# ---- bin_to_bcd_seq ----
### Supply network, bin_to_bcd_seq

The bar under the picture is 20 um long. Pins as bars on the die edge. Tap cells in grey.
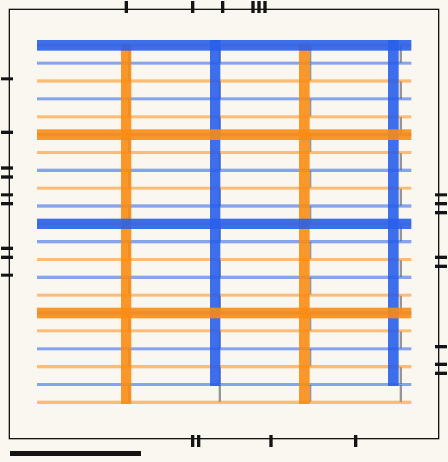
### Sequential cells grouped by signal name, bin_to_bcd_seq

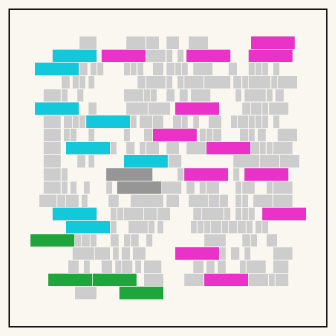
### Congestion heat map, bin_to_bcd_seq

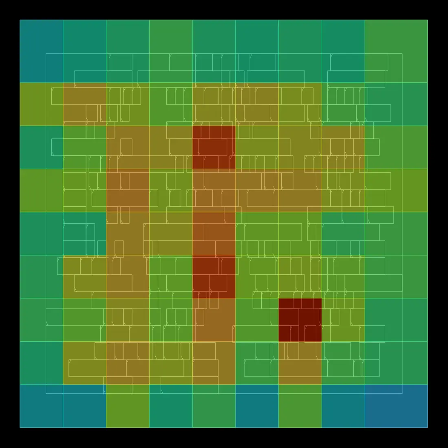
$ cat config.mk
export PLATFORM = sky130hd
export DESIGN_NAME = bin_to_bcd_seq
export DESIGN_NICKNAME = d
export VERILOG_FILES = /design/src/rtl/bcd_pkg.sv /design/src/rtl/bcd_digit_adj.sv /design/src/rtl/bin_to_bcd_seq.sv
export SDC_FILE = /design/constraint.sdc
export NUM_CORES = 1
export LEC_CHECK = 0
export ABC_AREA = 1
export CORE_MARGIN = 4
export CORE_UTILIZATION = 45
export CTS_CLUSTER_SIZE = 24
export DETAILED_ROUTE_END_ITERATION = 12
export GPL_TIMING_DRIVEN = 0
export PLACE_DENSITY_LB_ADDON = 0.05
export SYNTH_ARGS = -nofsm -noshare
export SYNTH_HDL_FRONTEND = slang
export SYNTH_SLANG_ARGS = --single-unit
$ cat constraint.sdc
create_clock -name clk -period 1.7 [get_ports clk]
set_input_delay 0.51 -clock clk [delete_from_list [all_inputs] [get_ports clk]]
set_output_delay 0.51 -clock clk [all_outputs]
set_load 0.05 [all_outputs]
$ cat src/rtl/bcd_pkg.sv
// Shared types and constant helpers for the sequential binary-to-BCD converter.
// Pure declarations: no latency, no flow control.
// The helpers are elaborated at compile time only.
package bcd_pkg;

    typedef enum logic [1:0] {
        ST_IDLE  = 2'd0,
        ST_SHIFT = 2'd1,
        ST_DONE  = 2'd2
    } state_t;

    // Largest value representable with n decimal digits, i.e. 10^n - 1.
    function automatic longint unsigned pow10_m1(input int n);
        longint unsigned p;
        p = 64'd1;
        for (int i = 0; i < n; i++) begin
            p = p * 64'd10;
        end
        return p - 64'd1;
    endfunction

    // Fewest decimal digits that can hold every unsigned value of the given width.
    function automatic int min_digits(input int bits);
        longint unsigned max_v;
        int              d;
        max_v = (64'd1 << bits) - 64'd1;
        d     = 12;
        for (int k = 12; k >= 1; k--) begin
            if (pow10_m1(k) >= max_v) begin
                d = k;
            end
        end
        return d;
    endfunction

endpackage

$ cat src/rtl/bcd_digit_adj.sv
// Double-dabble digit correction: add 3 to a BCD digit that is 5 or more.
// Latency: combinational, zero cycles.
// Backpressure: none, pure function of its input.
module bcd_digit_adj (
    input  logic [3:0] i_dig,
    output logic [3:0] o_dig
);

    assign o_dig = (i_dig >= 4'd5) ? (i_dig + 4'd3) : i_dig;

endmodule

$ cat src/rtl/bin_to_bcd_seq.sv
// Sequential shift-and-add-3 binary to packed BCD converter, saturating on overflow.
// Latency: BIN_W shift cycles after acceptance; BIN_W+2 cycles per conversion at full rate.
// Backpressure: in_ready only in IDLE; the result is held in DONE until out_ready.
module bin_to_bcd_seq
    import bcd_pkg::*;
#(
    parameter int BIN_W  = 8,
    parameter int DIGITS = 3
) (
    input  logic                  clk,
    input  logic                  rst_n,
    input  logic                  in_valid,
    output logic                  in_ready,
    input  logic [BIN_W-1:0]      bin_in,
    output logic                  out_valid,
    input  logic                  out_ready,
    output logic [4*DIGITS-1:0]   bcd_out,
    output logic                  overflow
);

    localparam int BCD_W = 4 * DIGITS;
    localparam int CNT_W = $clog2(BIN_W + 1);
    localparam int DEC_W = $clog2(pow10_m1(DIGITS) + 64'd1);
    localparam int CMP_W = (BIN_W > DEC_W) ? BIN_W : DEC_W;
    localparam logic [CMP_W-1:0] MAX_DEC = CMP_W'(pow10_m1(DIGITS));
    // When every operand fits, the comparator folds away and overflow is constant 0.
    localparam bit OVF_EN = (DIGITS < min_digits(BIN_W));
    localparam logic [BCD_W-1:0] SAT_BCD = {DIGITS{4'h9}};

    state_t             r_state;
    state_t             w_next;
    logic [BIN_W-1:0]   r_bin;
    logic [BCD_W-1:0]   r_acc;
    logic [BCD_W-1:0]   w_adj;
    logic [CNT_W-1:0]   r_cnt;
    logic               r_ovf;
    logic               w_ovf;
    logic               w_load;
    logic               w_shift;

    assign w_ovf = OVF_EN ? (CMP_W'(bin_in) > MAX_DEC) : 1'b0;

    for (genvar g = 0; g < DIGITS; g++) begin : g_adj
        bcd_digit_adj u_adj (
            .i_dig (r_acc[4*g +: 4]),
            .o_dig (w_adj[4*g +: 4])
        );
    end

    always_ff @(posedge clk or negedge rst_n) begin
        if (!rst_n) begin
            r_state <= ST_IDLE;
        end else begin
            r_state <= w_next;
        end
    end

    always_comb begin
        w_next    = r_state;
        w_load    = 1'b0;
        w_shift   = 1'b0;
        in_ready  = 1'b0;
        out_valid = 1'b0;
        bcd_out   = '0;
        overflow  = 1'b0;
        case (r_state)
            ST_IDLE: begin
                in_ready = 1'b1;
                if (in_valid) begin
                    w_load = 1'b1;
                    w_next = ST_SHIFT;
                end
            end
            ST_SHIFT: begin
                w_shift = 1'b1;
                if (r_cnt == CNT_W'(1)) begin
                    w_next = ST_DONE;
                end
            end
            ST_DONE: begin
                out_valid = 1'b1;
                overflow  = r_ovf;
                bcd_out   = r_ovf ? SAT_BCD : r_acc;
                if (out_ready) begin
                    w_next = ST_IDLE;
                end
            end
            default: w_next = ST_IDLE;
        endcase
    end

    // The top digit's carry is dropped: it only appears for operands already flagged as overflow.
    always_ff @(posedge clk or negedge rst_n) begin
        if (!rst_n) begin
            r_bin <= '0;
            r_acc <= '0;
            r_cnt <= '0;
            r_ovf <= 1'b0;
        end else if (w_load) begin
            r_bin <= bin_in;
            r_acc <= '0;
            r_cnt <= CNT_W'(BIN_W);
            r_ovf <= w_ovf;
        end else if (w_shift) begin
            r_acc <= BCD_W'({w_adj, r_bin[BIN_W-1]});
            r_bin <= {r_bin[BIN_W-2:0], 1'b0};
            r_cnt <= r_cnt - CNT_W'(1);
        end
    end

endmodule

==> impl_metrics.csv <==
group,metric,value,unit
outcome,status,"finished, violations left",
outcome,failed_checks,"setup timing",
cts,clk-insertion-delay-late,0.31,ns
critical_path,r2r_cells,8,
sta,fin_ws,-0.128,ns
critical_path,crit_type,"register to output pin",
cts,clk_pin_slew,0.14,ns
grt,met3_usage,0.0342,
placement,place_inst,262,
placement,dp_hpwl,2310,um
routing,routed_wl,3290,um
finish,area_growth,34.1,%
power,peakVddDrop,0.720,mV
synthesis,yosysSeqAreaShare,0.441,
routing,dr_wl_met2,1660,um
sta,fin_tns_setup,-1.40,ns
sta,clock.fmax,0.547,GHz
sta,setup_viol,13,
sta,slew_violations,0,
synthesis,synth.most_common_cell,"nand2_1",
cts,htree_levels,1,
grt,grt_max_degree,27,
finish,layout-drive-gt1-share,0.202,
routing,route.vias.total,1351,
synthesis,synth_top_area_share,0.441,
cts,numCtsBuffers,3,
## Picture notes: 'Supply network' of bin_to_bcd_seq
legend:
  orange:
    net: VSS
  blue:
    net: VDD
signal pins: 27
met4 straps: 4

## Picture notes: 'Sequential cells grouped by signal name' of bin_to_bcd_seq
legend:
  magenta:
    name_in_the_netlist: r_acc
    flops: 12
  green:
    name_in_the_netlist: r_cnt
    flops: 4
    where: south-west
  cyan:
    name_in_the_netlist: r_bin
    flops: 8

## Picture notes: 'Congestion heat map' of bin_to_bcd_seq
Tot GR Track Use: 0.174
met1 Use GR: 0.214
Avg WL per Cell: 12.1 um
GR Layer Usage met2: 0.306

[critical path, cell delays in order (launching register included)]
cell     delay [ns]
dfrtp_1        0.43
inv_2          0.08
nand2_4        0.08
buf_8          0.16
nor2_4         0.09
buf_6          0.16
[cell families (layout without fill, tap and decap cells)]
logic type / count (synthesis) / count (layout) / synth area share
and+or+nand+nor: 107 / 107 / 0.309
buffers and inverters: 32 / 67 / 0.0951
DFF: 26 / 26 / 0.441
AOI/OAI and AO/OA: 18 / 18 / 0.0781
adders and majority gates: 8 / 8 / 0.0679
other: 1 / 1 / 0.00254
xor gates and xnor gates: 1 / 1 / 0.00594
[cell type report]
cell class,count,area (um^2)
fill,283,1130
multi-input combinational,135,771
sequential,26,652
timing repair buffer,32,330
inverter,27,101
tap,44,55.1
buffer,5,45.0
clock buffer,3,22.5
[sequential cells by signal (all words and copies together) (netlist names)]
signal and cells:
r_acc 12, r_bin 8, r_cnt 4, r_state 2
[report_power, final]
group          switching [mW]  internal, mW  total (mW)
registers               0.196         0.895        1.09
logic                    1.11         0.667        1.77
clock network           0.179        0.0829       0.262

# ---- noc_credit_link_flat ----
--- config.mk ---
export PLATFORM = sky130hd
export DESIGN_NAME = noc_credit_link_flat
export DESIGN_NICKNAME = d
export VERILOG_FILES = /design/src/rtl/noc_credit_link_if.sv /design/src/rtl/noc_credit_link.sv /design/src/flat_wrapper.sv
export SDC_FILE = /design/constraint.sdc
export NUM_CORES = 1
export LEC_CHECK = 0
export CORE_AREA = 2 2 135 137
export DETAILED_ROUTE_END_ITERATION = 7
export DIE_AREA = 0 0 137 139
export PLACE_DENSITY = 0.71
export SLEW_MARGIN = 30
export SYNTH_ARGS = -nofsm -noshare
export SYNTH_HDL_FRONTEND = slang
export SYNTH_SLANG_ARGS = --single-unit
--- constraint.sdc ---
create_clock -name clk_noc -period 3.05 [get_ports clk_noc]
set_clock_uncertainty 0.2 [all_clocks]
set_input_delay 0.7625 -clock clk_noc [delete_from_list [all_inputs] [get_ports clk_noc]]
set_output_delay 0.7625 -clock clk_noc [all_outputs]
set_load 0.05 [all_outputs]
--- src/rtl/noc_credit_link_if.sv ---
// Link-level bundle for one direction of a credit-based NoC hop.
// The flit fields travel from the sending router to the receiving router.
// The credit travels back from the receiver to the sender.
interface noc_credit_link_if #(
    parameter int FLIT_WIDTH = 128,
    parameter int DEST_WIDTH = 6
);
    logic [FLIT_WIDTH-1:0] data;
    logic [DEST_WIDTH-1:0] dest;
    logic                  is_tail;
    logic                  send;
    logic                  credit;

    // Sender side: drives flits, receives credits
    modport master (
        output data,
        output dest,
        output is_tail,
        output send,
        input  credit
    );

    // Receiver side: accepts flits, returns credits
    modport slave (
        input  data,
        input  dest,
        input  is_tail,
        input  send,
        output credit
    );
endinterface

--- src/rtl/noc_credit_link.sv ---
// Credit-based NoC link stage with an upstream protocol monitor.
// Flits move downstream and credits move upstream through NUM_PIPELINE
// register stages each. The monitor watches the upstream side of the link:
// it tracks credits, checks packet framing, and keeps sticky error flags
// and saturating flit/packet counters.
module noc_credit_link #(
    parameter int  FLIT_WIDTH        = 128,
    parameter int  DEST_WIDTH        = 6,
    parameter int  NUM_PIPELINE      = 0,
    parameter int  FLIT_BUFFER_DEPTH = 4,
    parameter int  STAT_WIDTH        = 32,
    localparam int CW                = $clog2(FLIT_BUFFER_DEPTH + 1)
) (
    input  logic                  clk_noc,
    input  logic                  rst_n,
    noc_credit_link_if.slave      up,
    noc_credit_link_if.master     down,
    input  logic                  clear_stats,
    output logic [CW-1:0]         credits_avail,
    output logic                  err_overflow,
    output logic                  err_credit_excess,
    output logic                  err_dest_change,
    output logic [STAT_WIDTH-1:0] flit_count,
    output logic [STAT_WIDTH-1:0] pkt_count
);

    localparam logic [0:0] ST_IDLE = 1'b0;
    localparam logic [0:0] ST_BODY = 1'b1;

    localparam logic [CW-1:0] CREDIT_FULL = CW'(FLIT_BUFFER_DEPTH);

    logic                  send_evt;
    logic                  credit_evt;
    logic                  overflow_evt;
    logic                  excess_evt;
    logic                  dest_change_evt;
    logic [CW-1:0]         credit_cnt;
    logic [0:0]            state;
    logic [DEST_WIDTH-1:0] dest_latched;

    // ------------------------------------------------------------------
    // Pipelines in both directions
    // ------------------------------------------------------------------
    if (NUM_PIPELINE == 0) begin : g_wire
        assign down.send    = up.send;
        assign down.data    = up.data;
        assign down.dest    = up.dest;
        assign down.is_tail = up.is_tail;
        assign up.credit    = down.credit;
    end else begin : g_pipe
        logic [NUM_PIPELINE-1:0] send_q;
        logic [NUM_PIPELINE-1:0] tail_q;
        logic [NUM_PIPELINE-1:0] credit_q;
        logic [FLIT_WIDTH-1:0]   data_q [NUM_PIPELINE];
        logic [DEST_WIDTH-1:0]   dest_q [NUM_PIPELINE];

        // Forward shift register: flit fields advance one stage per cycle, never stalling
        always_ff @(posedge clk_noc or negedge rst_n) begin
            if (!rst_n) begin
                send_q <= '0;
                tail_q <= '0;
                for (int i = 0; i < NUM_PIPELINE; i++) begin
                    data_q[i] <= '0;
                    dest_q[i] <= '0;
                end
            end else begin
                send_q[0] <= up.send;
                tail_q[0] <= up.is_tail;
                data_q[0] <= up.data;
                dest_q[0] <= up.dest;
                for (int i = 1; i < NUM_PIPELINE; i++) begin
                    send_q[i] <= send_q[i-1];
                    tail_q[i] <= tail_q[i-1];
                    data_q[i] <= data_q[i-1];
                    dest_q[i] <= dest_q[i-1];
                end
            end
        end

        // Backward shift register: returning credits advance one stage per cycle
        always_ff @(posedge clk_noc or negedge rst_n) begin
            if (!rst_n) begin
                credit_q <= '0;
            end else begin
                credit_q[0] <= down.credit;
                for (int i = 1; i < NUM_PIPELINE; i++) begin
                    credit_q[i] <= credit_q[i-1];
                end
            end
        end

        assign down.send    = send_q[NUM_PIPELINE-1];
        assign down.is_tail = tail_q[NUM_PIPELINE-1];
        assign down.data    = data_q[NUM_PIPELINE-1];
        assign down.dest    = dest_q[NUM_PIPELINE-1];
        assign up.credit    = credit_q[NUM_PIPELINE-1];
    end

    // ------------------------------------------------------------------
    // Upstream monitor
    // ------------------------------------------------------------------
    // The monitor sees credits as the upstream router sees them, after the delay.
    assign send_evt        = up.send;
    assign credit_evt      = up.credit;
    assign overflow_evt    = send_evt && !credit_evt && (credit_cnt == '0);
    assign excess_evt      = credit_evt && !send_evt && (credit_cnt == CREDIT_FULL);
    assign dest_change_evt = send_evt && (state == ST_BODY) && (up.dest != dest_latched);

    // Credit counter: a send spends a credit and a returned credit refills one; on an error it holds
    always_ff @(posedge clk_noc or negedge rst_n) begin
        if (!rst_n) begin
            credit_cnt <= CREDIT_FULL;
        end else if (send_evt && !credit_evt) begin
            if (credit_cnt != '0) begin
                credit_cnt <= credit_cnt - CW'(1);
            end
        end else if (credit_evt && !send_evt) begin
            if (credit_cnt != CREDIT_FULL) begin
                credit_cnt <= credit_cnt + CW'(1);
            end
        end
    end

    assign credits_avail = credit_cnt;

    // Framing FSM: a non-tail flit in IDLE opens a packet and fixes its destination
    always_ff @(posedge clk_noc or negedge rst_n) begin
        if (!rst_n) begin
            state        <= ST_IDLE;
            dest_latched <= '0;
        end else if (send_evt) begin
            case (state)
                ST_IDLE: begin
                    if (!up.is_tail) begin
                        state        <= ST_BODY;
                        dest_latched <= up.dest;
                    end
                end
                ST_BODY: begin
                    if (up.is_tail) begin
                        state <= ST_IDLE;
                    end
                end
                default: state <= ST_IDLE;
            endcase
        end
    end

    // Sticky error flags; a clear in the same cycle wins over a new error
    always_ff @(posedge clk_noc or negedge rst_n) begin
        if (!rst_n) begin
            err_overflow      <= 1'b0;
            err_credit_excess <= 1'b0;
            err_dest_change   <= 1'b0;
        end else if (clear_stats) begin
            err_overflow      <= 1'b0;
            err_credit_excess <= 1'b0;
            err_dest_change   <= 1'b0;
        end else begin
            if (overflow_evt) begin
                err_overflow <= 1'b1;
            end
            if (excess_evt) begin
                err_credit_excess <= 1'b1;
            end
            if (dest_change_evt) begin
                err_dest_change <= 1'b1;
            end
        end
    end

    // Saturating flit and packet counters; a clear in the same cycle drops the event
    always_ff @(posedge clk_noc or negedge rst_n) begin
        if (!rst_n) begin
            flit_count <= '0;
            pkt_count  <= '0;
        end else if (clear_stats) begin
            flit_count <= '0;
            pkt_count  <= '0;
        end else begin
            if (send_evt && (flit_count != '1)) begin
                flit_count <= flit_count + STAT_WIDTH'(1);
            end
            if (send_evt && up.is_tail && (pkt_count != '1)) begin
                pkt_count <= pkt_count + STAT_WIDTH'(1);
            end
        end
    end

endmodule

--- src/flat_wrapper.sv ---
// flat-port wrapper written by rule: the top's interface ports become plain ports
module noc_credit_link_flat 
#(
    parameter int  FLIT_WIDTH        = 128,
    parameter int  DEST_WIDTH        = 6,
    parameter int  NUM_PIPELINE      = 0,
    parameter int  FLIT_BUFFER_DEPTH = 4,
    parameter int  STAT_WIDTH        = 32,
    localparam int CW                = $clog2(FLIT_BUFFER_DEPTH + 1)
)
  (clk_noc, rst_n, clear_stats, credits_avail, err_overflow, err_credit_excess, err_dest_change, flit_count, pkt_count, up_data, up_dest, up_is_tail, up_send, up_credit, down_data, down_dest, down_is_tail, down_send, down_credit);
  noc_credit_link_if #(.FLIT_WIDTH(FLIT_WIDTH), .DEST_WIDTH(DEST_WIDTH)) up_i ();
  noc_credit_link_if #(.FLIT_WIDTH(FLIT_WIDTH), .DEST_WIDTH(DEST_WIDTH)) down_i ();
  input  logic clk_noc;
  input  logic rst_n;
  input  logic clear_stats;
  output logic [CW-1:0] credits_avail;
  output logic err_overflow;
  output logic err_credit_excess;
  output logic err_dest_change;
  output logic [STAT_WIDTH-1:0] flit_count;
  output logic [STAT_WIDTH-1:0] pkt_count;
  input wire logic [$bits(up_i.data)-1:0] up_data;
  input wire logic [$bits(up_i.dest)-1:0] up_dest;
  input wire logic [$bits(up_i.is_tail)-1:0] up_is_tail;
  input wire logic [$bits(up_i.send)-1:0] up_send;
  output wire logic [$bits(up_i.credit)-1:0] up_credit;
  output wire logic [$bits(down_i.data)-1:0] down_data;
  output wire logic [$bits(down_i.dest)-1:0] down_dest;
  output wire logic [$bits(down_i.is_tail)-1:0] down_is_tail;
  output wire logic [$bits(down_i.send)-1:0] down_send;
  input wire logic [$bits(down_i.credit)-1:0] down_credit;
  assign up_i.data = up_data;
  assign up_i.dest = up_dest;
  assign up_i.is_tail = up_is_tail;
  assign up_i.send = up_send;
  assign up_credit = up_i.credit;
  assign down_data = down_i.data;
  assign down_dest = down_i.dest;
  assign down_is_tail = down_i.is_tail;
  assign down_send = down_i.send;
  assign down_i.credit = down_credit;
  noc_credit_link #(.FLIT_WIDTH(FLIT_WIDTH), .DEST_WIDTH(DEST_WIDTH), .NUM_PIPELINE(NUM_PIPELINE), .FLIT_BUFFER_DEPTH(FLIT_BUFFER_DEPTH), .STAT_WIDTH(STAT_WIDTH)) u_core (.clk_noc(clk_noc), .rst_n(rst_n), .up(up_i), .down(down_i), .clear_stats(clear_stats), .credits_avail(credits_avail), .err_overflow(err_overflow), .err_credit_excess(err_credit_excess), .err_dest_change(err_dest_change), .flit_count(flit_count), .pkt_count(pkt_count));
endmodule
### Metal layers overlaid, noc_credit_link_flat

Only two layers are drawn.
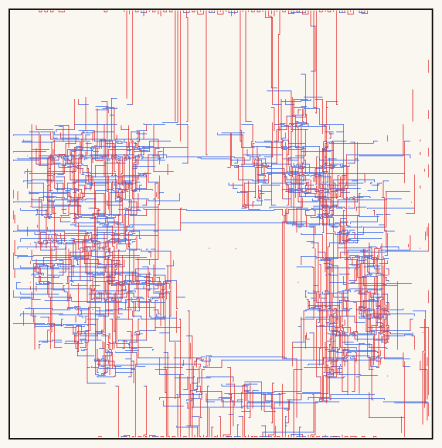
legend:
  red:
    layer: M2
    wire_length: 6400 um
  blue:
    layer: M1
    wire_length: 5410 um

==> impl_metrics.csv <==
group,metric,value,unit
power,clkPwrFrac,0.411,
routing,routed_wl,13200,um
power,p_leak,2.21,nW
critical_path,crit_arrival,2.83,ns
cts,clk_pin_slew,0.06,ns
die,die_h,139,um
outcome,status,"completed",
critical_path,crit_type,"register to register",
routing,via_per_inst,5.23,
power,powerComb,0.459,mW
sta,clock.fmax,0.362,GHz
power,p_sw,0.764,mW
synthesis,synth-edff-count,0,
finish,antenna_cells,0,
critical_path,worst-path-max-fanout,9,
synthesis,avgSynthCellArea,8.97,um^2
sta,timing.final.hold_violations,0,
finish,comb_share,0.373,
routing,drt_iter0_markers,210,
grt,antenna_found_initial,0,
power,seq_power_share,0.418,
die,die_x,137,um
power,power.density,451,mW/mm^2
finish,flops,77,
die,num_tap_cells,229,
power,peakVddDrop,0.280,mV
finish,nClkBuffers,12,
critical_path,critPathLaunchType,"register",
-- flip-flops by register name, summed over array words and instances, names as in the netlist --
signal,cells
u_core.flit_count,32
u_core.pkt_count,32
u_core.dest_latched,6
u_core.credits_avail,3
u_core.err_credit_excess,1
u_core.err_dest_change,1
u_core.err_overflow,1
u_core.state,1
-- cell families after synthesis --
group / Yosys count
AOI/OAI and AO/OA: 85
xor gates and xnor gates: 31
adders and majority gates: 3
buffers and inverters: 172
DFF: 77
muxes: 19
and+or+nand+nor: 209
-- layout by cell type (no fill, tap or decap), types with 9 or more instances in the layout --
cell type / instances
buf_12: 10
o21ai_0: 14
xor2_1: 10
nand4_1: 31
clkdlybuf4s50_1: 79
or4_1: 17
xnor2_1: 21
nor2_1: 54
clkbuf_16: 9
o31ai_1: 15
buf_4: 22
or3_1: 9
nor4_1: 15
dfrtp_1: 76
inv_1: 15
mux2_2: 16
nand2_1: 22
nor2b_1: 10
nand3_1: 20
a21oi_1: 34
-- metal layers --
metal / routed length [um] / track usage / vias to the layer above
met5: 0 / 0 / -
met4: 547 / 0.0760 / 0
met3: 861 / 0.0450 / 56
met2: 6400 / 0.223 / 173
met1: 5410 / 0.173 / 2010
li1: - / - / 1926

# ---- div_ctrl ----
### Metal layers overlaid, div_ctrl

Only two layers are drawn.
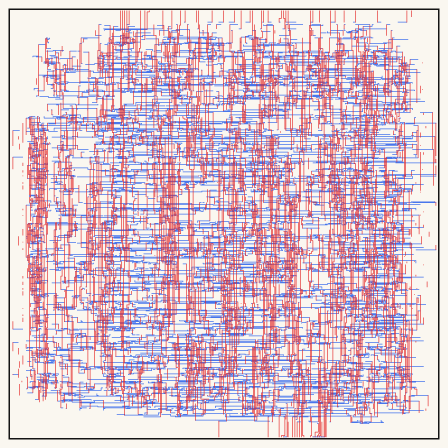
### Supply network, div_ctrl

The bar under the picture is 50 um long. Pins as bars on the die edge. Tap cells in grey.
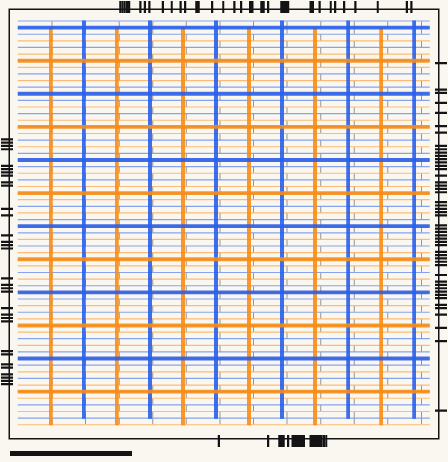
### config.mk
export PLATFORM = sky130hd
export DESIGN_NAME = div_ctrl
export DESIGN_NICKNAME = d
export VERILOG_FILES = /design/src/rtl/div_ctrl.sv
export SDC_FILE = /design/constraint.sdc
export NUM_CORES = 1
export LEC_CHECK = 0
export ABC_AREA = 1
export CORE_MARGIN = 3
export CORE_UTILIZATION = 50
export CTS_BUF_LIST = sky130_fd_sc_hd__clkbuf_8
export DETAILED_ROUTE_END_ITERATION = 8
export GPL_TIMING_DRIVEN = 1
export PLACE_DENSITY = 0.71
export REMOVE_ABC_BUFFERS = 1
export SKIP_CTS_REPAIR_TIMING = 1
export SYNTH_ARGS = -nofsm -noshare
export SYNTH_HDL_FRONTEND = slang
export SYNTH_SLANG_ARGS = --single-unit
export TNS_END_PERCENT = 10
### constraint.sdc
create_clock -name clk -period 5.6 [get_ports clk]
set_clock_uncertainty 0.1 [all_clocks]
set_input_delay 0.84 -clock clk [delete_from_list [all_inputs] [get_ports clk]]
set_output_delay 0.84 -clock clk [all_outputs]
set_load 0.02 [all_outputs]
### src/rtl/div_ctrl.sv
// div_ctrl: sequencing controller for the shared iterative RV32M divider.
// Accepts DIV/DIVU/REM/REMU from EX, runs a restoring division on operand
// magnitudes (BITS_PER_CYCLE quotient bits per cycle), resolves divide-by-zero
// and signed overflow immediately, stalls the pipeline while busy, and
// presents registered quotient/remainder with a one-cycle done strobe.
module div_ctrl #(
    parameter int          WIDTH          = 32,
    parameter int          BITS_PER_CYCLE = 1,
    parameter logic [4:0]  ALU_DIV        = 5'h10,
    parameter logic [4:0]  ALU_DIVU       = 5'h11,
    parameter logic [4:0]  ALU_REM        = 5'h12,
    parameter logic [4:0]  ALU_REMU       = 5'h13
) (
    input  logic             clk,
    input  logic             rst,
    input  logic             start,
    input  logic [4:0]       ID_EX_alu_func,
    input  logic [WIDTH-1:0] opa,
    input  logic [WIDTH-1:0] opb,
    input  logic             flush,
    output logic [WIDTH-1:0] quotient,
    output logic [WIDTH-1:0] remainder,
    output logic             divider_busy,
    output logic             done
);

    localparam int STEPS = WIDTH / BITS_PER_CYCLE;
    localparam int CNT_W = (STEPS > 1) ? $clog2(STEPS) : 1;
    localparam logic [CNT_W-1:0] LAST_CNT = CNT_W'(STEPS - 1);
    localparam logic [WIDTH-1:0] MIN_NEG  = {1'b1, {(WIDTH-1){1'b0}}};
    localparam logic [WIDTH-1:0] ALL_ONES = {WIDTH{1'b1}};

    typedef enum logic [1:0] {
        IDLE = 2'd0,
        CALC = 2'd1,
        DONE = 2'd2
    } state_t;

    // State and datapath registers
    state_t           state_q,     state_d;
    logic [CNT_W-1:0] cnt_q,       cnt_d;
    logic [WIDTH-1:0] dividend_q,  dividend_d;   // dividend magnitude, consumed MSB first
    logic [WIDTH-1:0] divisor_q,   divisor_d;    // divisor magnitude
    logic [WIDTH-1:0] prem_q,      prem_d;       // partial remainder
    logic [WIDTH-1:0] pquo_q,      pquo_d;       // partial quotient
    logic             quo_neg_q,   quo_neg_d;    // negate quotient on completion
    logic             rem_neg_q,   rem_neg_d;    // negate remainder on completion
    logic [WIDTH-1:0] quotient_q,  quotient_d;
    logic [WIDTH-1:0] remainder_q, remainder_d;
    logic             done_q,      done_d;

    // Op decode and accept qualification
    logic             is_div_op;
    logic             is_signed_op;
    logic             accept;
    logic             div_by_zero;
    logic             sgn_ovf;
    logic             opa_neg;
    logic             opb_neg;
    logic [WIDTH-1:0] opa_mag;
    logic [WIDTH-1:0] opb_mag;

    // Iteration datapath
    logic [WIDTH-1:0] step_rem;
    logic [WIDTH-1:0] step_quo;
    logic [WIDTH-1:0] step_dvd;
    logic [WIDTH:0]   shifted_v;
    logic [WIDTH:0]   diff_v;
    logic [WIDTH-1:0] quo_fix;
    logic [WIDTH-1:0] rem_fix;

    // Classify the presented ALU function
    always_comb begin
        is_div_op    = 1'b0;
        is_signed_op = 1'b0;
        case (ID_EX_alu_func)
            ALU_DIV, ALU_REM: begin
                is_div_op    = 1'b1;
                is_signed_op = 1'b1;
            end
            ALU_DIVU, ALU_REMU: begin
                is_div_op    = 1'b1;
            end
            default: begin
                is_div_op    = 1'b0;
                is_signed_op = 1'b0;
            end
        endcase
    end

    // A flush in the same cycle suppresses the accept entirely
    assign accept      = (state_q == IDLE) && start && is_div_op && !flush;
    assign div_by_zero = (opb == '0);
    assign sgn_ovf     = is_signed_op && (opa == MIN_NEG) && (opb == ALL_ONES);

    // Unsigned ops use the raw bit patterns as magnitudes
    assign opa_neg = is_signed_op && opa[WIDTH-1];
    assign opb_neg = is_signed_op && opb[WIDTH-1];
    assign opa_mag = opa_neg ? (~opa + 1'b1) : opa;
    assign opb_mag = opb_neg ? (~opb + 1'b1) : opb;

    // BITS_PER_CYCLE restoring steps chained combinationally within one cycle
    always_comb begin
        step_rem  = prem_q;
        step_quo  = pquo_q;
        step_dvd  = dividend_q;
        shifted_v = '0;
        diff_v    = '0;
        for (int i = 0; i < BITS_PER_CYCLE; i++) begin
            // Partial remainder is always below the divisor, so WIDTH+1 bits
            // hold the shifted value; diff_v[WIDTH] is the borrow.
            shifted_v = {step_rem, step_dvd[WIDTH-1]};
            diff_v    = shifted_v - {1'b0, divisor_q};
            step_rem  = diff_v[WIDTH] ? shifted_v[WIDTH-1:0] : diff_v[WIDTH-1:0];
            step_quo  = {step_quo[WIDTH-2:0], ~diff_v[WIDTH]};
            step_dvd  = {step_dvd[WIDTH-2:0], 1'b0};
        end
    end

    // Sign fix-up of the final iteration result
    assign quo_fix = quo_neg_q ? (~step_quo + 1'b1) : step_quo;
    assign rem_fix = rem_neg_q ? (~step_rem + 1'b1) : step_rem;

    // Next-state and next-output computation for the sequencing FSM
    always_comb begin
        state_d     = state_q;
        cnt_d       = cnt_q;
        dividend_d  = dividend_q;
        divisor_d   = divisor_q;
        prem_d      = prem_q;
        pquo_d      = pquo_q;
        quo_neg_d   = quo_neg_q;
        rem_neg_d   = rem_neg_q;
        quotient_d  = quotient_q;
        remainder_d = remainder_q;
        done_d      = 1'b0;

        if (flush) begin
            // Abort: no strobe, published results untouched
            state_d = IDLE;
            cnt_d   = '0;
        end else begin
            case (state_q)
                IDLE: begin
                    if (accept) begin
                        if (div_by_zero) begin
                            quotient_d  = ALL_ONES;
                            remainder_d = opa;
                            done_d      = 1'b1;
                            state_d     = DONE;
                        end else if (sgn_ovf) begin
                            quotient_d  = MIN_NEG;
                            remainder_d = '0;
                            done_d      = 1'b1;
                            state_d     = DONE;
                        end else begin
                            dividend_d  = opa_mag;
                            divisor_d   = opb_mag;
                            prem_d      = '0;
                            pquo_d      = '0;
                            cnt_d       = '0;
                            quo_neg_d   = opa_neg ^ opb_neg;
                            rem_neg_d   = opa_neg;
                            state_d     = CALC;
                        end
                    end
                end
                CALC: begin
                    dividend_d = step_dvd;
                    prem_d     = step_rem;
                    pquo_d     = step_quo;
                    cnt_d      = cnt_q + 1'b1;
                    if (cnt_q == LAST_CNT) begin
                        quotient_d  = quo_fix;
                        remainder_d = rem_fix;
                        done_d      = 1'b1;
                        cnt_d       = '0;
                        state_d     = DONE;
                    end
                end
                DONE: begin
                    // The finished op is still presented; do not re-accept it here
                    state_d = IDLE;
                end
                default: begin
                    state_d = IDLE;
                    cnt_d   = '0;
                end
            endcase
        end
    end

    // Register update with synchronous reset taking priority over everything
    always_ff @(posedge clk) begin
        if (rst) begin
            state_q     <= IDLE;
            cnt_q       <= '0;
            dividend_q  <= '0;
            divisor_q   <= '0;
            prem_q      <= '0;
            pquo_q      <= '0;
            quo_neg_q   <= 1'b0;
            rem_neg_q   <= 1'b0;
            quotient_q  <= '0;
            remainder_q <= '0;
            done_q      <= 1'b0;
        end else begin
            state_q     <= state_d;
            cnt_q       <= cnt_d;
            dividend_q  <= dividend_d;
            divisor_q   <= divisor_d;
            prem_q      <= prem_d;
            pquo_q      <= pquo_d;
            quo_neg_q   <= quo_neg_d;
            rem_neg_q   <= rem_neg_d;
            quotient_q  <= quotient_d;
            remainder_q <= remainder_d;
            done_q      <= done_d;
        end
    end

    // Stall while accepting and while iterating; release in DONE
    assign divider_busy = accept || (state_q == CALC);
    assign quotient     = quotient_q;
    assign remainder    = remainder_q;
    assign done         = done_q;

endmodule
==> impl_metrics.csv <==
group,metric,value,unit
routing,wl_per_cell,15.2,um
critical_path,max_stage_delay,0.74,ns
placement,gp_congestion,0.909,
finish,signal_buffers,157,
hold_path,worstHoldStart,"dividend_q[9]",
synthesis,top_area_cell,"dfxtp_1",
grt,grtUsageMet2,0.438,
outcome,status,"completed",
critical_path,reg2reg_to,"quotient[30]",
critical_path,crit_type,"primary input to register",
placement,placed_cell_area,0.0160,mm^2
hold_path,min_path_cells,2,
sta,slew_violations,0,
routing,drtAntennaViolNets,0,
finish,nClkBuffers,48,
finish,lay_top_cells,"nand2_1, inv_1, a21oi_1",
critical_path,crit_arrival,4.96,ns
synthesis,yosys_register_bits,201,
routing,routed.top_layer,"met5",
sta,max-slew-margin-rel,0.372,
placement,dp_hpwl,32800,um
critical_path,r2r_slack,1.23,ns
critical_path,startpoint,"opa[0]",
About 'Metal layers overlaid' of div_ctrl:
legend:
  blue:
    layer: M1
    wire_length: 20.4 mm
  red:
    layer: M2
    wire_length: 19100 um

About 'Supply network' of div_ctrl:
legend:
  blue:
    net: VDD
  orange:
    net: VSS
tap cells: 378
signal pins: 139
met1 rails: 62
met4 straps: 12
rows: 61

synthesized netlist by cell type, types with 3 or more instances:
cell / instances
nor2_1: 240
nor4_1: 8
and2_1: 4
o21ai_1: 16
o21ai_2: 3
nand3_1: 176
nand2_2: 28
or2_2: 6
nand3_2: 4
o22ai_1: 3
buf_1: 7
a21oi_1: 239
xnor2_1: 17
nand4_1: 26
a31oi_1: 24
dfxtp_1: 201
o221a_2: 4
o211ai_1: 12
a21o_1: 3
a211oi_1: 10
buf_2: 14
nor3_1: 33
inv_2: 9
o21ai_0: 173
nor2_2: 7
ha_1: 39
buf_4: 4
clkbuf_1: 73
nand3b_1: 12
nand2_4: 6
clkinv_1: 6
buf_6: 5
inv_1: 285
xor2_1: 37
nand2_1: 615
o21bai_1: 9
power breakdown:
part           internal [mW]  total, mW  switching [mW]
clock                  0.778       1.44           0.667
combinational          0.323       1.03           0.702
sequential              1.44       1.45         0.00701
total                   2.54       3.92            1.38
kinds of logic after synthesis:
logic type / after synthesis / share of synthesized area
compound gates: 501 / 0.187
xor+xnor: 54 / 0.0328
buf+inv: 405 / 0.112
flops: 201 / 0.279
simple gates: 1178 / 0.354
fa+ha+maj: 40 / 0.0352

# ---- call_scheduler ----
$ cat src/rtl/elevator_pkg.sv
// Shared types and floor-index helpers for the 4-floor collective call scheduler.
package elevator_pkg;

  localparam int NFLOORS = 4;

  typedef enum logic [1:0] {
    IDLE    = 2'd0,
    MOVE_UP = 2'd1,
    MOVE_DN = 2'd2,
    DOOR    = 2'd3
  } state_e;

  typedef enum logic {
    DIR_UP = 1'b0,
    DIR_DN = 1'b1
  } dir_e;

  typedef struct packed {
    logic       valid;
    logic [1:0] idx;
  } floor_idx_t;

  // Exactly one-hot input gives valid=1; all-zero or multi-hot gives valid=0.
  function automatic floor_idx_t onehot_to_idx(input logic [NFLOORS-1:0] v);
    floor_idx_t r;
    r.valid = 1'b1;
    r.idx   = 2'd0;
    case (v)
      4'b0001: r.idx = 2'd0;
      4'b0010: r.idx = 2'd1;
      4'b0100: r.idx = 2'd2;
      4'b1000: r.idx = 2'd3;
      default: r.valid = 1'b0;
    endcase
    return r;
  endfunction

  function automatic logic [NFLOORS-1:0] above_mask(input logic [1:0] f);
    logic [NFLOORS-1:0] m;
    for (int i = 0; i < NFLOORS; i++) m[i] = (i > int'(f));
    return m;
  endfunction

  function automatic logic [NFLOORS-1:0] below_mask(input logic [1:0] f);
    logic [NFLOORS-1:0] m;
    for (int i = 0; i < NFLOORS; i++) m[i] = (i < int'(f));
    return m;
  endfunction

  function automatic logic [NFLOORS-1:0] floor_bit(input logic [1:0] f);
    logic [NFLOORS-1:0] m;
    for (int i = 0; i < NFLOORS; i++) m[i] = (i == int'(f));
    return m;
  endfunction

endpackage

$ cat src/rtl/door_timer.sv
// Door dwell down-counter: load/reload to DOOR_CYCLES-1, count down while enabled, done at zero.
module door_timer #(
  parameter int DOOR_CYCLES = 3
) (
  input  logic clk,
  input  logic rst,
  input  logic load,
  input  logic en,
  output logic done
);

  localparam int W = $clog2(DOOR_CYCLES + 1);

  logic [W-1:0] cnt_q, cnt_d;

  always_comb begin
    cnt_d = cnt_q;
    if (load) begin
      cnt_d = W'(DOOR_CYCLES - 1);
    end else if (en && (cnt_q != '0)) begin
      cnt_d = cnt_q - 1'b1;
    end
  end

  always_ff @(posedge clk or posedge rst) begin
    if (rst) begin
      cnt_q <= '0;
    end else begin
      cnt_q <= cnt_d;
    end
  end

  assign done = (cnt_q == '0);

endmodule

$ cat src/rtl/call_scheduler.sv
// SCAN call scheduler: latches hall/car calls, tracks car position, drives motor and door.
module call_scheduler #(
  parameter int NFLOORS     = 4,
  parameter int DOOR_CYCLES = 3
) (
  input  logic                       clk,
  input  logic                       reset,
  input  logic [NFLOORS-1:0]         floor_sensor,
  input  logic [NFLOORS-1:0]         hall_up,
  input  logic [NFLOORS-1:0]         hall_dn,
  input  logic [NFLOORS-1:0]         car_call,
  output logic                       up,
  output logic                       down,
  output logic                       stop,
  output logic                       open_door,
  output logic [$clog2(NFLOORS)-1:0] monitor,
  output logic [NFLOORS-1:0]         pending
);

  import elevator_pkg::*;

  state_e     state_q, state_d;
  dir_e       dir_q, dir_d;
  logic [1:0] pos_q, pos_d;
  logic [3:0] up_req_q, up_req_d;
  logic [3:0] dn_req_q, dn_req_d;
  logic [3:0] car_req_q, car_req_d;
  logic [3:0] pending_q, pending_d;

  floor_idx_t sens;
  logic [3:0] in_up, in_dn, in_car;
  logic [3:0] all_q, all_set;
  logic [3:0] door_fm, clr_fm;
  logic [3:0] clr_car, clr_up, clr_dn;
  logic       above, below, here;
  logic       enter, flip, svc, served_press;
  logic [1:0] enter_floor;
  logic       door_load, door_en, door_done;

  always_comb begin
    sens    = onehot_to_idx(floor_sensor);
    in_up   = hall_up & 4'b0111;
    in_dn   = hall_dn & 4'b1110;
    in_car  = car_call;
    all_q   = up_req_q | dn_req_q | car_req_q;
    all_set = all_q | in_up | in_dn | in_car;
    above   = |(all_q & above_mask(pos_q));
    below   = |(all_q & below_mask(pos_q));
    here    = all_q[pos_q];

    state_d      = state_q;
    dir_d        = dir_q;
    pos_d        = sens.valid ? sens.idx : pos_q;
    enter        = 1'b0;
    enter_floor  = pos_q;
    door_en      = 1'b0;
    door_fm      = floor_bit(pos_q);
    served_press = 1'b0;
    flip         = 1'b0;

    case (state_q)
      IDLE: begin
        if (here && sens.valid && (sens.idx == pos_q)) begin
          enter = 1'b1;
        end else if (above && ((dir_q == DIR_UP) || !below)) begin
          state_d = MOVE_UP;
          dir_d   = DIR_UP;
        end else if (below) begin
          state_d = MOVE_DN;
          dir_d   = DIR_DN;
        end
      end
      MOVE_UP: begin
        // Top sensor always stops the car, even with nothing requested there.
        if (sens.valid && ((sens.idx == 2'd3) ||
            ((sens.idx != pos_q) && (car_req_q[sens.idx] || up_req_q[sens.idx] ||
             !(|(all_q & above_mask(sens.idx))))))) begin
          enter       = 1'b1;
          enter_floor = sens.idx;
        end
      end
      MOVE_DN: begin
        if (sens.valid && ((sens.idx == 2'd0) ||
            ((sens.idx != pos_q) && (car_req_q[sens.idx] || dn_req_q[sens.idx] ||
             !(|(all_q & below_mask(sens.idx))))))) begin
          enter       = 1'b1;
          enter_floor = sens.idx;
        end
      end
      DOOR: begin
        door_en      = 1'b1;
        served_press = (|(in_car & door_fm)) ||
                       ((dir_q == DIR_UP) ? (|(in_up & door_fm)) : (|(in_dn & door_fm)));
        if (!served_press && door_done) state_d = IDLE;
      end
      default: state_d = IDLE;
    endcase

    if (enter) begin
      state_d = DOOR;
      flip = (dir_q == DIR_UP) ? !(|(all_set & above_mask(enter_floor)))
                               : !(|(all_set & below_mask(enter_floor)));
      if (flip) dir_d = (dir_q == DIR_UP) ? DIR_DN : DIR_UP;
    end

    door_load = enter || served_press;

    // Served calls at the door floor are cleared on entry and masked for the whole dwell.
    svc     = enter || (state_q == DOOR);
    clr_fm  = floor_bit(enter ? enter_floor : pos_q);
    clr_car = svc ? clr_fm : 4'b0000;
    clr_up  = (svc && ((dir_q == DIR_UP) || (enter && flip))) ? clr_fm : 4'b0000;
    clr_dn  = (svc && ((dir_q == DIR_DN) || (enter && flip))) ? clr_fm : 4'b0000;

    up_req_d  = (up_req_q  | in_up)  & ~clr_up;
    dn_req_d  = (dn_req_q  | in_dn)  & ~clr_dn;
    car_req_d = (car_req_q | in_car) & ~clr_car;
    pending_d = up_req_d | dn_req_d | car_req_d;
  end

  always_ff @(posedge clk or posedge reset) begin
    if (reset) begin
      state_q   <= IDLE;
      dir_q     <= DIR_UP;
      pos_q     <= 2'd0;
      up_req_q  <= 4'b0000;
      dn_req_q  <= 4'b0000;
      car_req_q <= 4'b0000;
      pending_q <= 4'b0000;
    end else begin
      state_q   <= state_d;
      dir_q     <= dir_d;
      pos_q     <= pos_d;
      up_req_q  <= up_req_d;
      dn_req_q  <= dn_req_d;
      car_req_q <= car_req_d;
      pending_q <= pending_d;
    end
  end

  door_timer #(
    .DOOR_CYCLES(DOOR_CYCLES)
  ) u_door_timer (
    .clk  (clk),
    .rst  (reset),
    .load (door_load),
    .en   (door_en),
    .done (door_done)
  );

  assign up        = (state_q == MOVE_UP);
  assign down      = (state_q == MOVE_DN);
  assign stop      = (state_q == IDLE) || (state_q == DOOR);
  assign open_door = (state_q == DOOR);
  assign monitor   = pos_q;
  assign pending   = pending_q;

endmodule

$ cat config.mk
export PLATFORM = sky130hd
export DESIGN_NAME = call_scheduler
export DESIGN_NICKNAME = d
export VERILOG_FILES = /design/src/rtl/elevator_pkg.sv /design/src/rtl/door_timer.sv /design/src/rtl/call_scheduler.sv
export SDC_FILE = /design/constraint.sdc
export NUM_CORES = 1
export LEC_CHECK = 0
export CORE_ASPECT_RATIO = 0.9
export CORE_MARGIN = 4
export CORE_UTILIZATION = 40
export DETAILED_ROUTE_END_ITERATION = 7
export HOLD_SLACK_MARGIN = 0.03
export MAX_ROUTING_LAYER = met4
export PLACE_DENSITY_LB_ADDON = 0.3
export SKIP_LAST_GASP = 1
export SLEW_MARGIN = 40
export SYNTH_ARGS = -nofsm -noshare
export SYNTH_HDL_FRONTEND = slang
export SYNTH_SLANG_ARGS = --single-unit
$ cat constraint.sdc
create_clock -name clk -period 2.9 [get_ports clk]
set_input_delay 0.435 -clock clk [delete_from_list [all_inputs] [get_ports clk]]
set_output_delay 0.435 -clock clk [all_outputs]
set_load 0.01 [all_outputs]
### Congestion heat map, call_scheduler

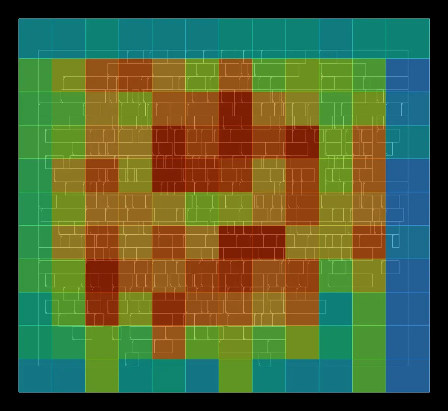
global routing usage on met3: 0.0600
Avg WL per Cell: 18.4 um
Tot GR Track Use: 0.224
GR Layer Usage met2: 0.340
most used routing layer: met2

### Supply network, call_scheduler

The bar under the picture is 20 um long. Pins as bars on the die edge. Tap cells in grey.
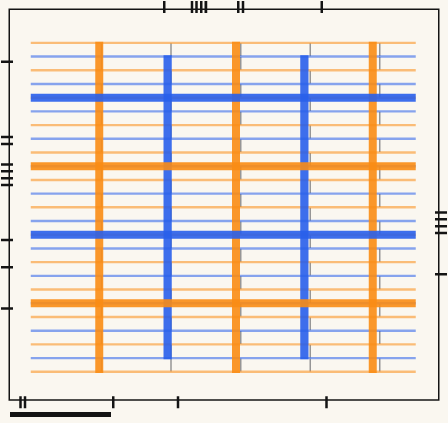
legend:
  orange:
    net: VSS
  blue:
    net: VDD
met1 rails: 25
signal pins: 28
met5 straps: 4

==> impl_metrics.csv <==
group,metric,value,unit
finish,flops,23,
critical_path,timing.rr.start,"dn_req_q[2]",
placement,port_buffers,25,
finish,logic_area,0.00170,mm^2
critical_path,max_stage_delay,0.44,ns
finish,inverters_excl_clock,16,
sta,timing.final.hold_violations,0,
sta,worstMarginPinSlew,0.516,ns
run,drv_cap,0,
synthesis,yosys_warnings,0,
placement,placed_cell_area,0.00278,mm^2
power,p_leak,1.29,nW
critical_path,crit_type,"register to register",
synthesis,synth-edff-count,0,
synthesis,syn-num-nets,274,
finish,fillCellCount,398,
cts,cts-root-buf,"clkbuf_8",
finish,multi_input_comb_cells,199,
sta,rsz0062_at_grt,"true",
die,die_x,84.9,um
synthesis,ys_sh_mux,0.0194,
synthesis,ys_top_cells_by_area,"dfrtp_1, nor2_1, a21oi_1",
die,ios,28,
synthesis,syn-cell-area,0.00213,mm^2
critical_path,cp.depth,9,
placement,gp_congestion,0.955,
outcome,status,"completed",
grt,grt_pass1_vias,2357,
grt,grt_first_pass_wirelength,11700,um
synthesis,synth.most_common_cell,"nor2_1",
## power breakdown
| part | internal (mW) | switching [mW] |
|---|---|---|
| clock | 0.0977 | 0.117 |
| sequential | 0.392 | 0.0795 |
| combinational | 0.641 | 0.649 |
## cells in the final DEF (no fill, tap or decap), types with 3 or more instances in the layout
cell             synthesis  layout
nand3_1                  6       4
nor2b_1                  5       3
o21ai_0                 12      12
clkbuf_8                 0       3
a21oi_1                 18      15
a211o_1                  4       4
nand2b_1                 5       4
dfrtp_1                 23      21
nor3_1                   8       6
nand2_1                 16      16
buf_4                    1      59
nor4b_4                  1       3
o211ai_1                 6       6
ha_1                     5       5
o32a_1                   3       3
nor2_1                  25      24
buf_6                    4       3
clkdlybuf4s50_1          0      21
o22ai_1                  9       8
buf_12                   0       4
inv_1                   15      14
## per-layer routing
metal | part of all wire | vias up | track usage
li1 | - | 1121 | -
met1 | 0.44 | 1181 | 0.298
met2 | 0.46 | 116 | 0.340
met3 | 0.082 | 23 | 0.0600
met4 | 0.021 | 0 | 0.0538
met5 | 0 | - | -

# ---- mem_arbiter ----
**src/rtl/mem_arb_pkg.sv**
```systemverilog
// Shared types and constants for the unified-memory arbiter.
package mem_arb_pkg;

   typedef enum logic [1:0] {
      IDLE,
      WAIT,
      DONE
   } arb_state_t;

   typedef enum logic {
      OWN_I,
      OWN_D
   } owner_t;

   localparam int CNT_W = 4;

endpackage

```
**src/rtl/mem_arbiter_rr_pick.sv**
```systemverilog
// Combinational grant selection between the fetch and data ports.
// D wins a tie unless it won the previous arbitration.
module rr_pick
   import mem_arb_pkg::*;
(
   input  logic   if_req,
   input  logic   d_req,
   input  owner_t last,
   output owner_t grant,
   output logic   valid
);

   // Pick the grantee from the live requests and the previous winner.
   always_comb begin
      grant = OWN_I;
      valid = if_req | d_req;
      if (if_req && d_req) begin
         grant = (last == OWN_D) ? OWN_I : OWN_D;
      end else if (d_req) begin
         grant = OWN_D;
      end
   end

endmodule

```
**src/rtl/mem_arbiter.sv**
```systemverilog
// Serialises instruction-fetch and data accesses onto one fixed-latency,
// single-port memory and returns read data with per-port acks and stalls.
module mem_arbiter
   import mem_arb_pkg::*;
#(
   parameter int MEM_LAT = 1,
   parameter int AW      = 32,
   parameter int DW      = 32
) (
   input  logic          clk,
   input  logic          reset,
   input  logic          if_req,
   input  logic [AW-1:0] if_addr,
   output logic          if_ack,
   output logic [DW-1:0] if_rdata,
   output logic          if_stall,
   input  logic          d_req,
   input  logic          d_we,
   input  logic [AW-1:0] d_addr,
   input  logic [DW-1:0] d_wdata,
   output logic          d_ack,
   output logic [DW-1:0] d_rdata,
   output logic          d_stall,
   output logic          mem_en,
   output logic          mem_we,
   output logic [AW-1:0] mem_addr,
   output logic [DW-1:0] mem_wdata,
   input  logic [DW-1:0] mem_rdata
);

   arb_state_t       state;
   owner_t           owner;
   owner_t           last;
   logic [CNT_W-1:0] cnt;
   owner_t           pick;
   logic             pick_valid;

   rr_pick u_pick (
      .if_req (if_req),
      .d_req  (d_req),
      .last   (last),
      .grant  (pick),
      .valid  (pick_valid)
   );

   // Stalls follow the live request and the registered ack with no delay.
   assign if_stall = if_req & ~if_ack;
   assign d_stall  = d_req & ~d_ack;

   // Arbitration, command issue, latency count and read-data capture.
   always_ff @(posedge clk or posedge reset) begin
      if (reset) begin
         state     <= IDLE;
         owner     <= OWN_I;
         last      <= OWN_I;
         cnt       <= '0;
         mem_en    <= 1'b0;
         mem_we    <= 1'b0;
         mem_addr  <= '0;
         mem_wdata <= '0;
         if_ack    <= 1'b0;
         d_ack     <= 1'b0;
         if_rdata  <= '0;
         d_rdata   <= '0;
      end else begin
         unique case (state)
            IDLE: begin
               if (pick_valid) begin
                  mem_en <= 1'b1;
                  owner  <= pick;
                  last   <= pick;
                  cnt    <= CNT_W'(MEM_LAT);
                  state  <= WAIT;
                  if (pick == OWN_D) begin
                     mem_we    <= d_we;
                     mem_addr  <= d_addr;
                     mem_wdata <= d_wdata;
                  end else begin
                     mem_we   <= 1'b0;
                     mem_addr <= if_addr;
                  end
               end
            end
            WAIT: begin
               // The strobe cycle itself does not count: data arrives
               // MEM_LAT cycles after it, so cnt starts ticking one later.
               if (mem_en) begin
                  mem_en <= 1'b0;
               end else begin
                  cnt <= cnt - 1'b1;
                  if (cnt == CNT_W'(1)) begin
                     state <= DONE;
                     if (owner == OWN_D) begin
                        d_rdata <= mem_rdata;
                        d_ack   <= 1'b1;
                     end else begin
                        if_rdata <= mem_rdata;
                        if_ack   <= 1'b1;
                     end
                  end
               end
            end
            DONE: begin
               if_ack <= 1'b0;
               d_ack  <= 1'b0;
               state  <= IDLE;
            end
            default: state <= IDLE;
         endcase
      end
   end

endmodule

```
**config.mk**
```make
export PLATFORM = sky130hd
export DESIGN_NAME = mem_arbiter
export DESIGN_NICKNAME = d
export VERILOG_FILES = /design/src/rtl/mem_arb_pkg.sv /design/src/rtl/mem_arbiter_rr_pick.sv /design/src/rtl/mem_arbiter.sv
export SDC_FILE = /design/constraint.sdc
export NUM_CORES = 1
export LEC_CHECK = 0
export CAP_MARGIN = 20
export CORE_AREA = 5 5 127 129
export CTS_CLUSTER_DIAMETER = 80
export DETAILED_ROUTE_END_ITERATION = 10
export DIE_AREA = 0 0 132 134
export PLACE_DENSITY = 0.77
export SLEW_MARGIN = 20
export SYNTH_ARGS = -nofsm -noshare
export SYNTH_HDL_FRONTEND = slang
export SYNTH_SLANG_ARGS = --single-unit
```
**constraint.sdc**
```tcl
create_clock -name clk -period 7.4 [get_ports clk]
set_input_delay 2.22 -clock clk [delete_from_list [all_inputs] [get_ports clk]]
set_output_delay 2.22 -clock clk [all_outputs]
set_load 0.02 [all_outputs]
```
### Supply network, mem_arbiter

The bar under the picture is 50 um long. Pins as bars on the die edge. Tap cells in grey.
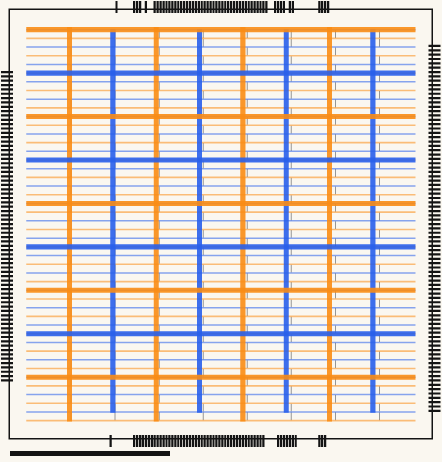
legend:
  blue:
    net: VDD
  orange:
    net: VSS
met5 straps: 9
signal pins: 267
met4 straps: 8

==> impl_metrics.csv <==
group,metric,value,unit
outcome,status,"completed",
finish,clk_share,0.0628,
die,die_x,132,um
die,core,0.0149,mm^2
sta,fin_tns_setup,0,ns
power,comb_power_share,0.494,
routing,drt_iter0_markers,112,
grt,met3_usage,0.0713,
routing,drtAntennaViolNets,0,
placement,dp_hpwl,11100,um
sta,worstMarginPinSlew,1.08,ns
routing,wl_per_cell,18.1,um
finish,nNetsFinal,761,
die,die_h,134,um
routing,route.vias.total,3987,
finish,layout-drive-gt1-share,0.319,
run,drv_cap,0,
finish,seq-cell-share,0.379,
placement,gp_congestion,0.760,
finish,final_cell_count_no_fill,827,
grt,grt.busiest_layer,"met2",
finish,inverters_excl_clock,6,
finish,final_core_util,0.614,
cts,numCtsBuffers,17,
sta,slew_violations,0,
-- worst max-delay path: stages --
cell and delay (ns):
clkdlybuf4s50_1 0.50, nor2b_1 0.15, clkdlybuf4s50_1 0.61
-- cell usage after synthesis, types with 2 or more instances --
library cell  count  area share
nor2b_1           2      0.0022
nand2_1           2      0.0013
clkbuf_1          5      0.0032
inv_1             6      0.0039
o22ai_1           2      0.0022
o21ai_0           3      0.0026
mux2_2          132        0.26
buf_2             9      0.0078
nor2_1            5      0.0032
dfrtp_1         139        0.60
or2_2             2      0.0022
mux2_4           29       0.075
ha_1              2      0.0043
buf_12            3       0.010
-- worst min path at each step --
| stage | to | slack, ns | cells after the start |
|---|---|---|---|
| 2_1_floorplan | cnt[3] | 0.44 | 1 |
| 3_3_place_gp | cnt[3] | 0.47 | 1 |
| 3_5_place_dp | cnt[3] | 0.49 | 1 |
| 4_1_cts | cnt[3] | 0.50 | 1 |
| 5_1_grt | d_rdata[5] | 0.51 | 1 |
| 6_report | cnt[3] | 0.49 | 1 |


==> layout pictures side by side <==
M4 wires.
Plate I
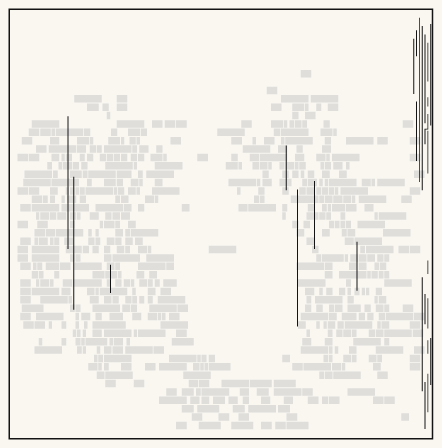
Plate II
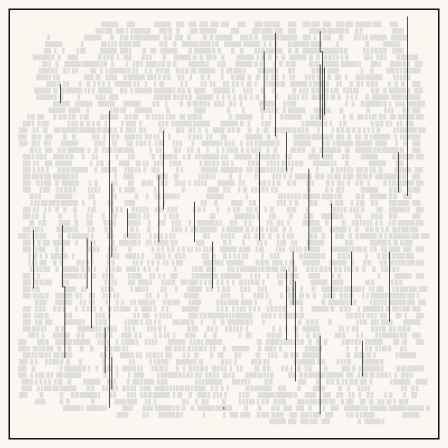
Plate III
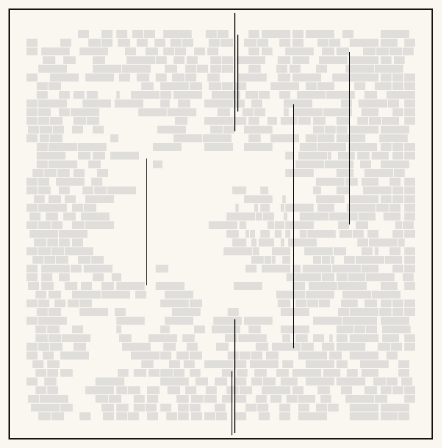
Plate IV
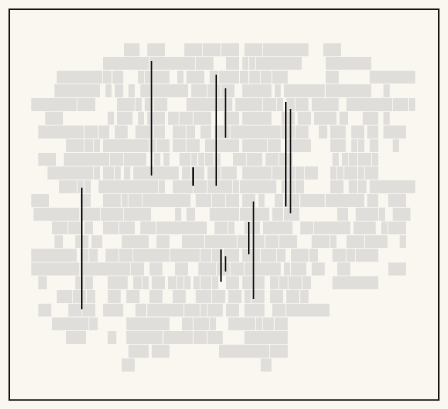
For div_ctrl, see Plate II.
For mem_arbiter, see Plate III.
For noc_credit_link_flat, see Plate I.
For call_scheduler, see Plate IV.

Key to Plate III:
nets with wire on the layer: 6
wire length on this layer: 285 um
longest straight run: 76.2 um
main direction: vertical
share of all routed wire: 1.9%

No activity file was given, so power comes from the tool's default toggle rates.
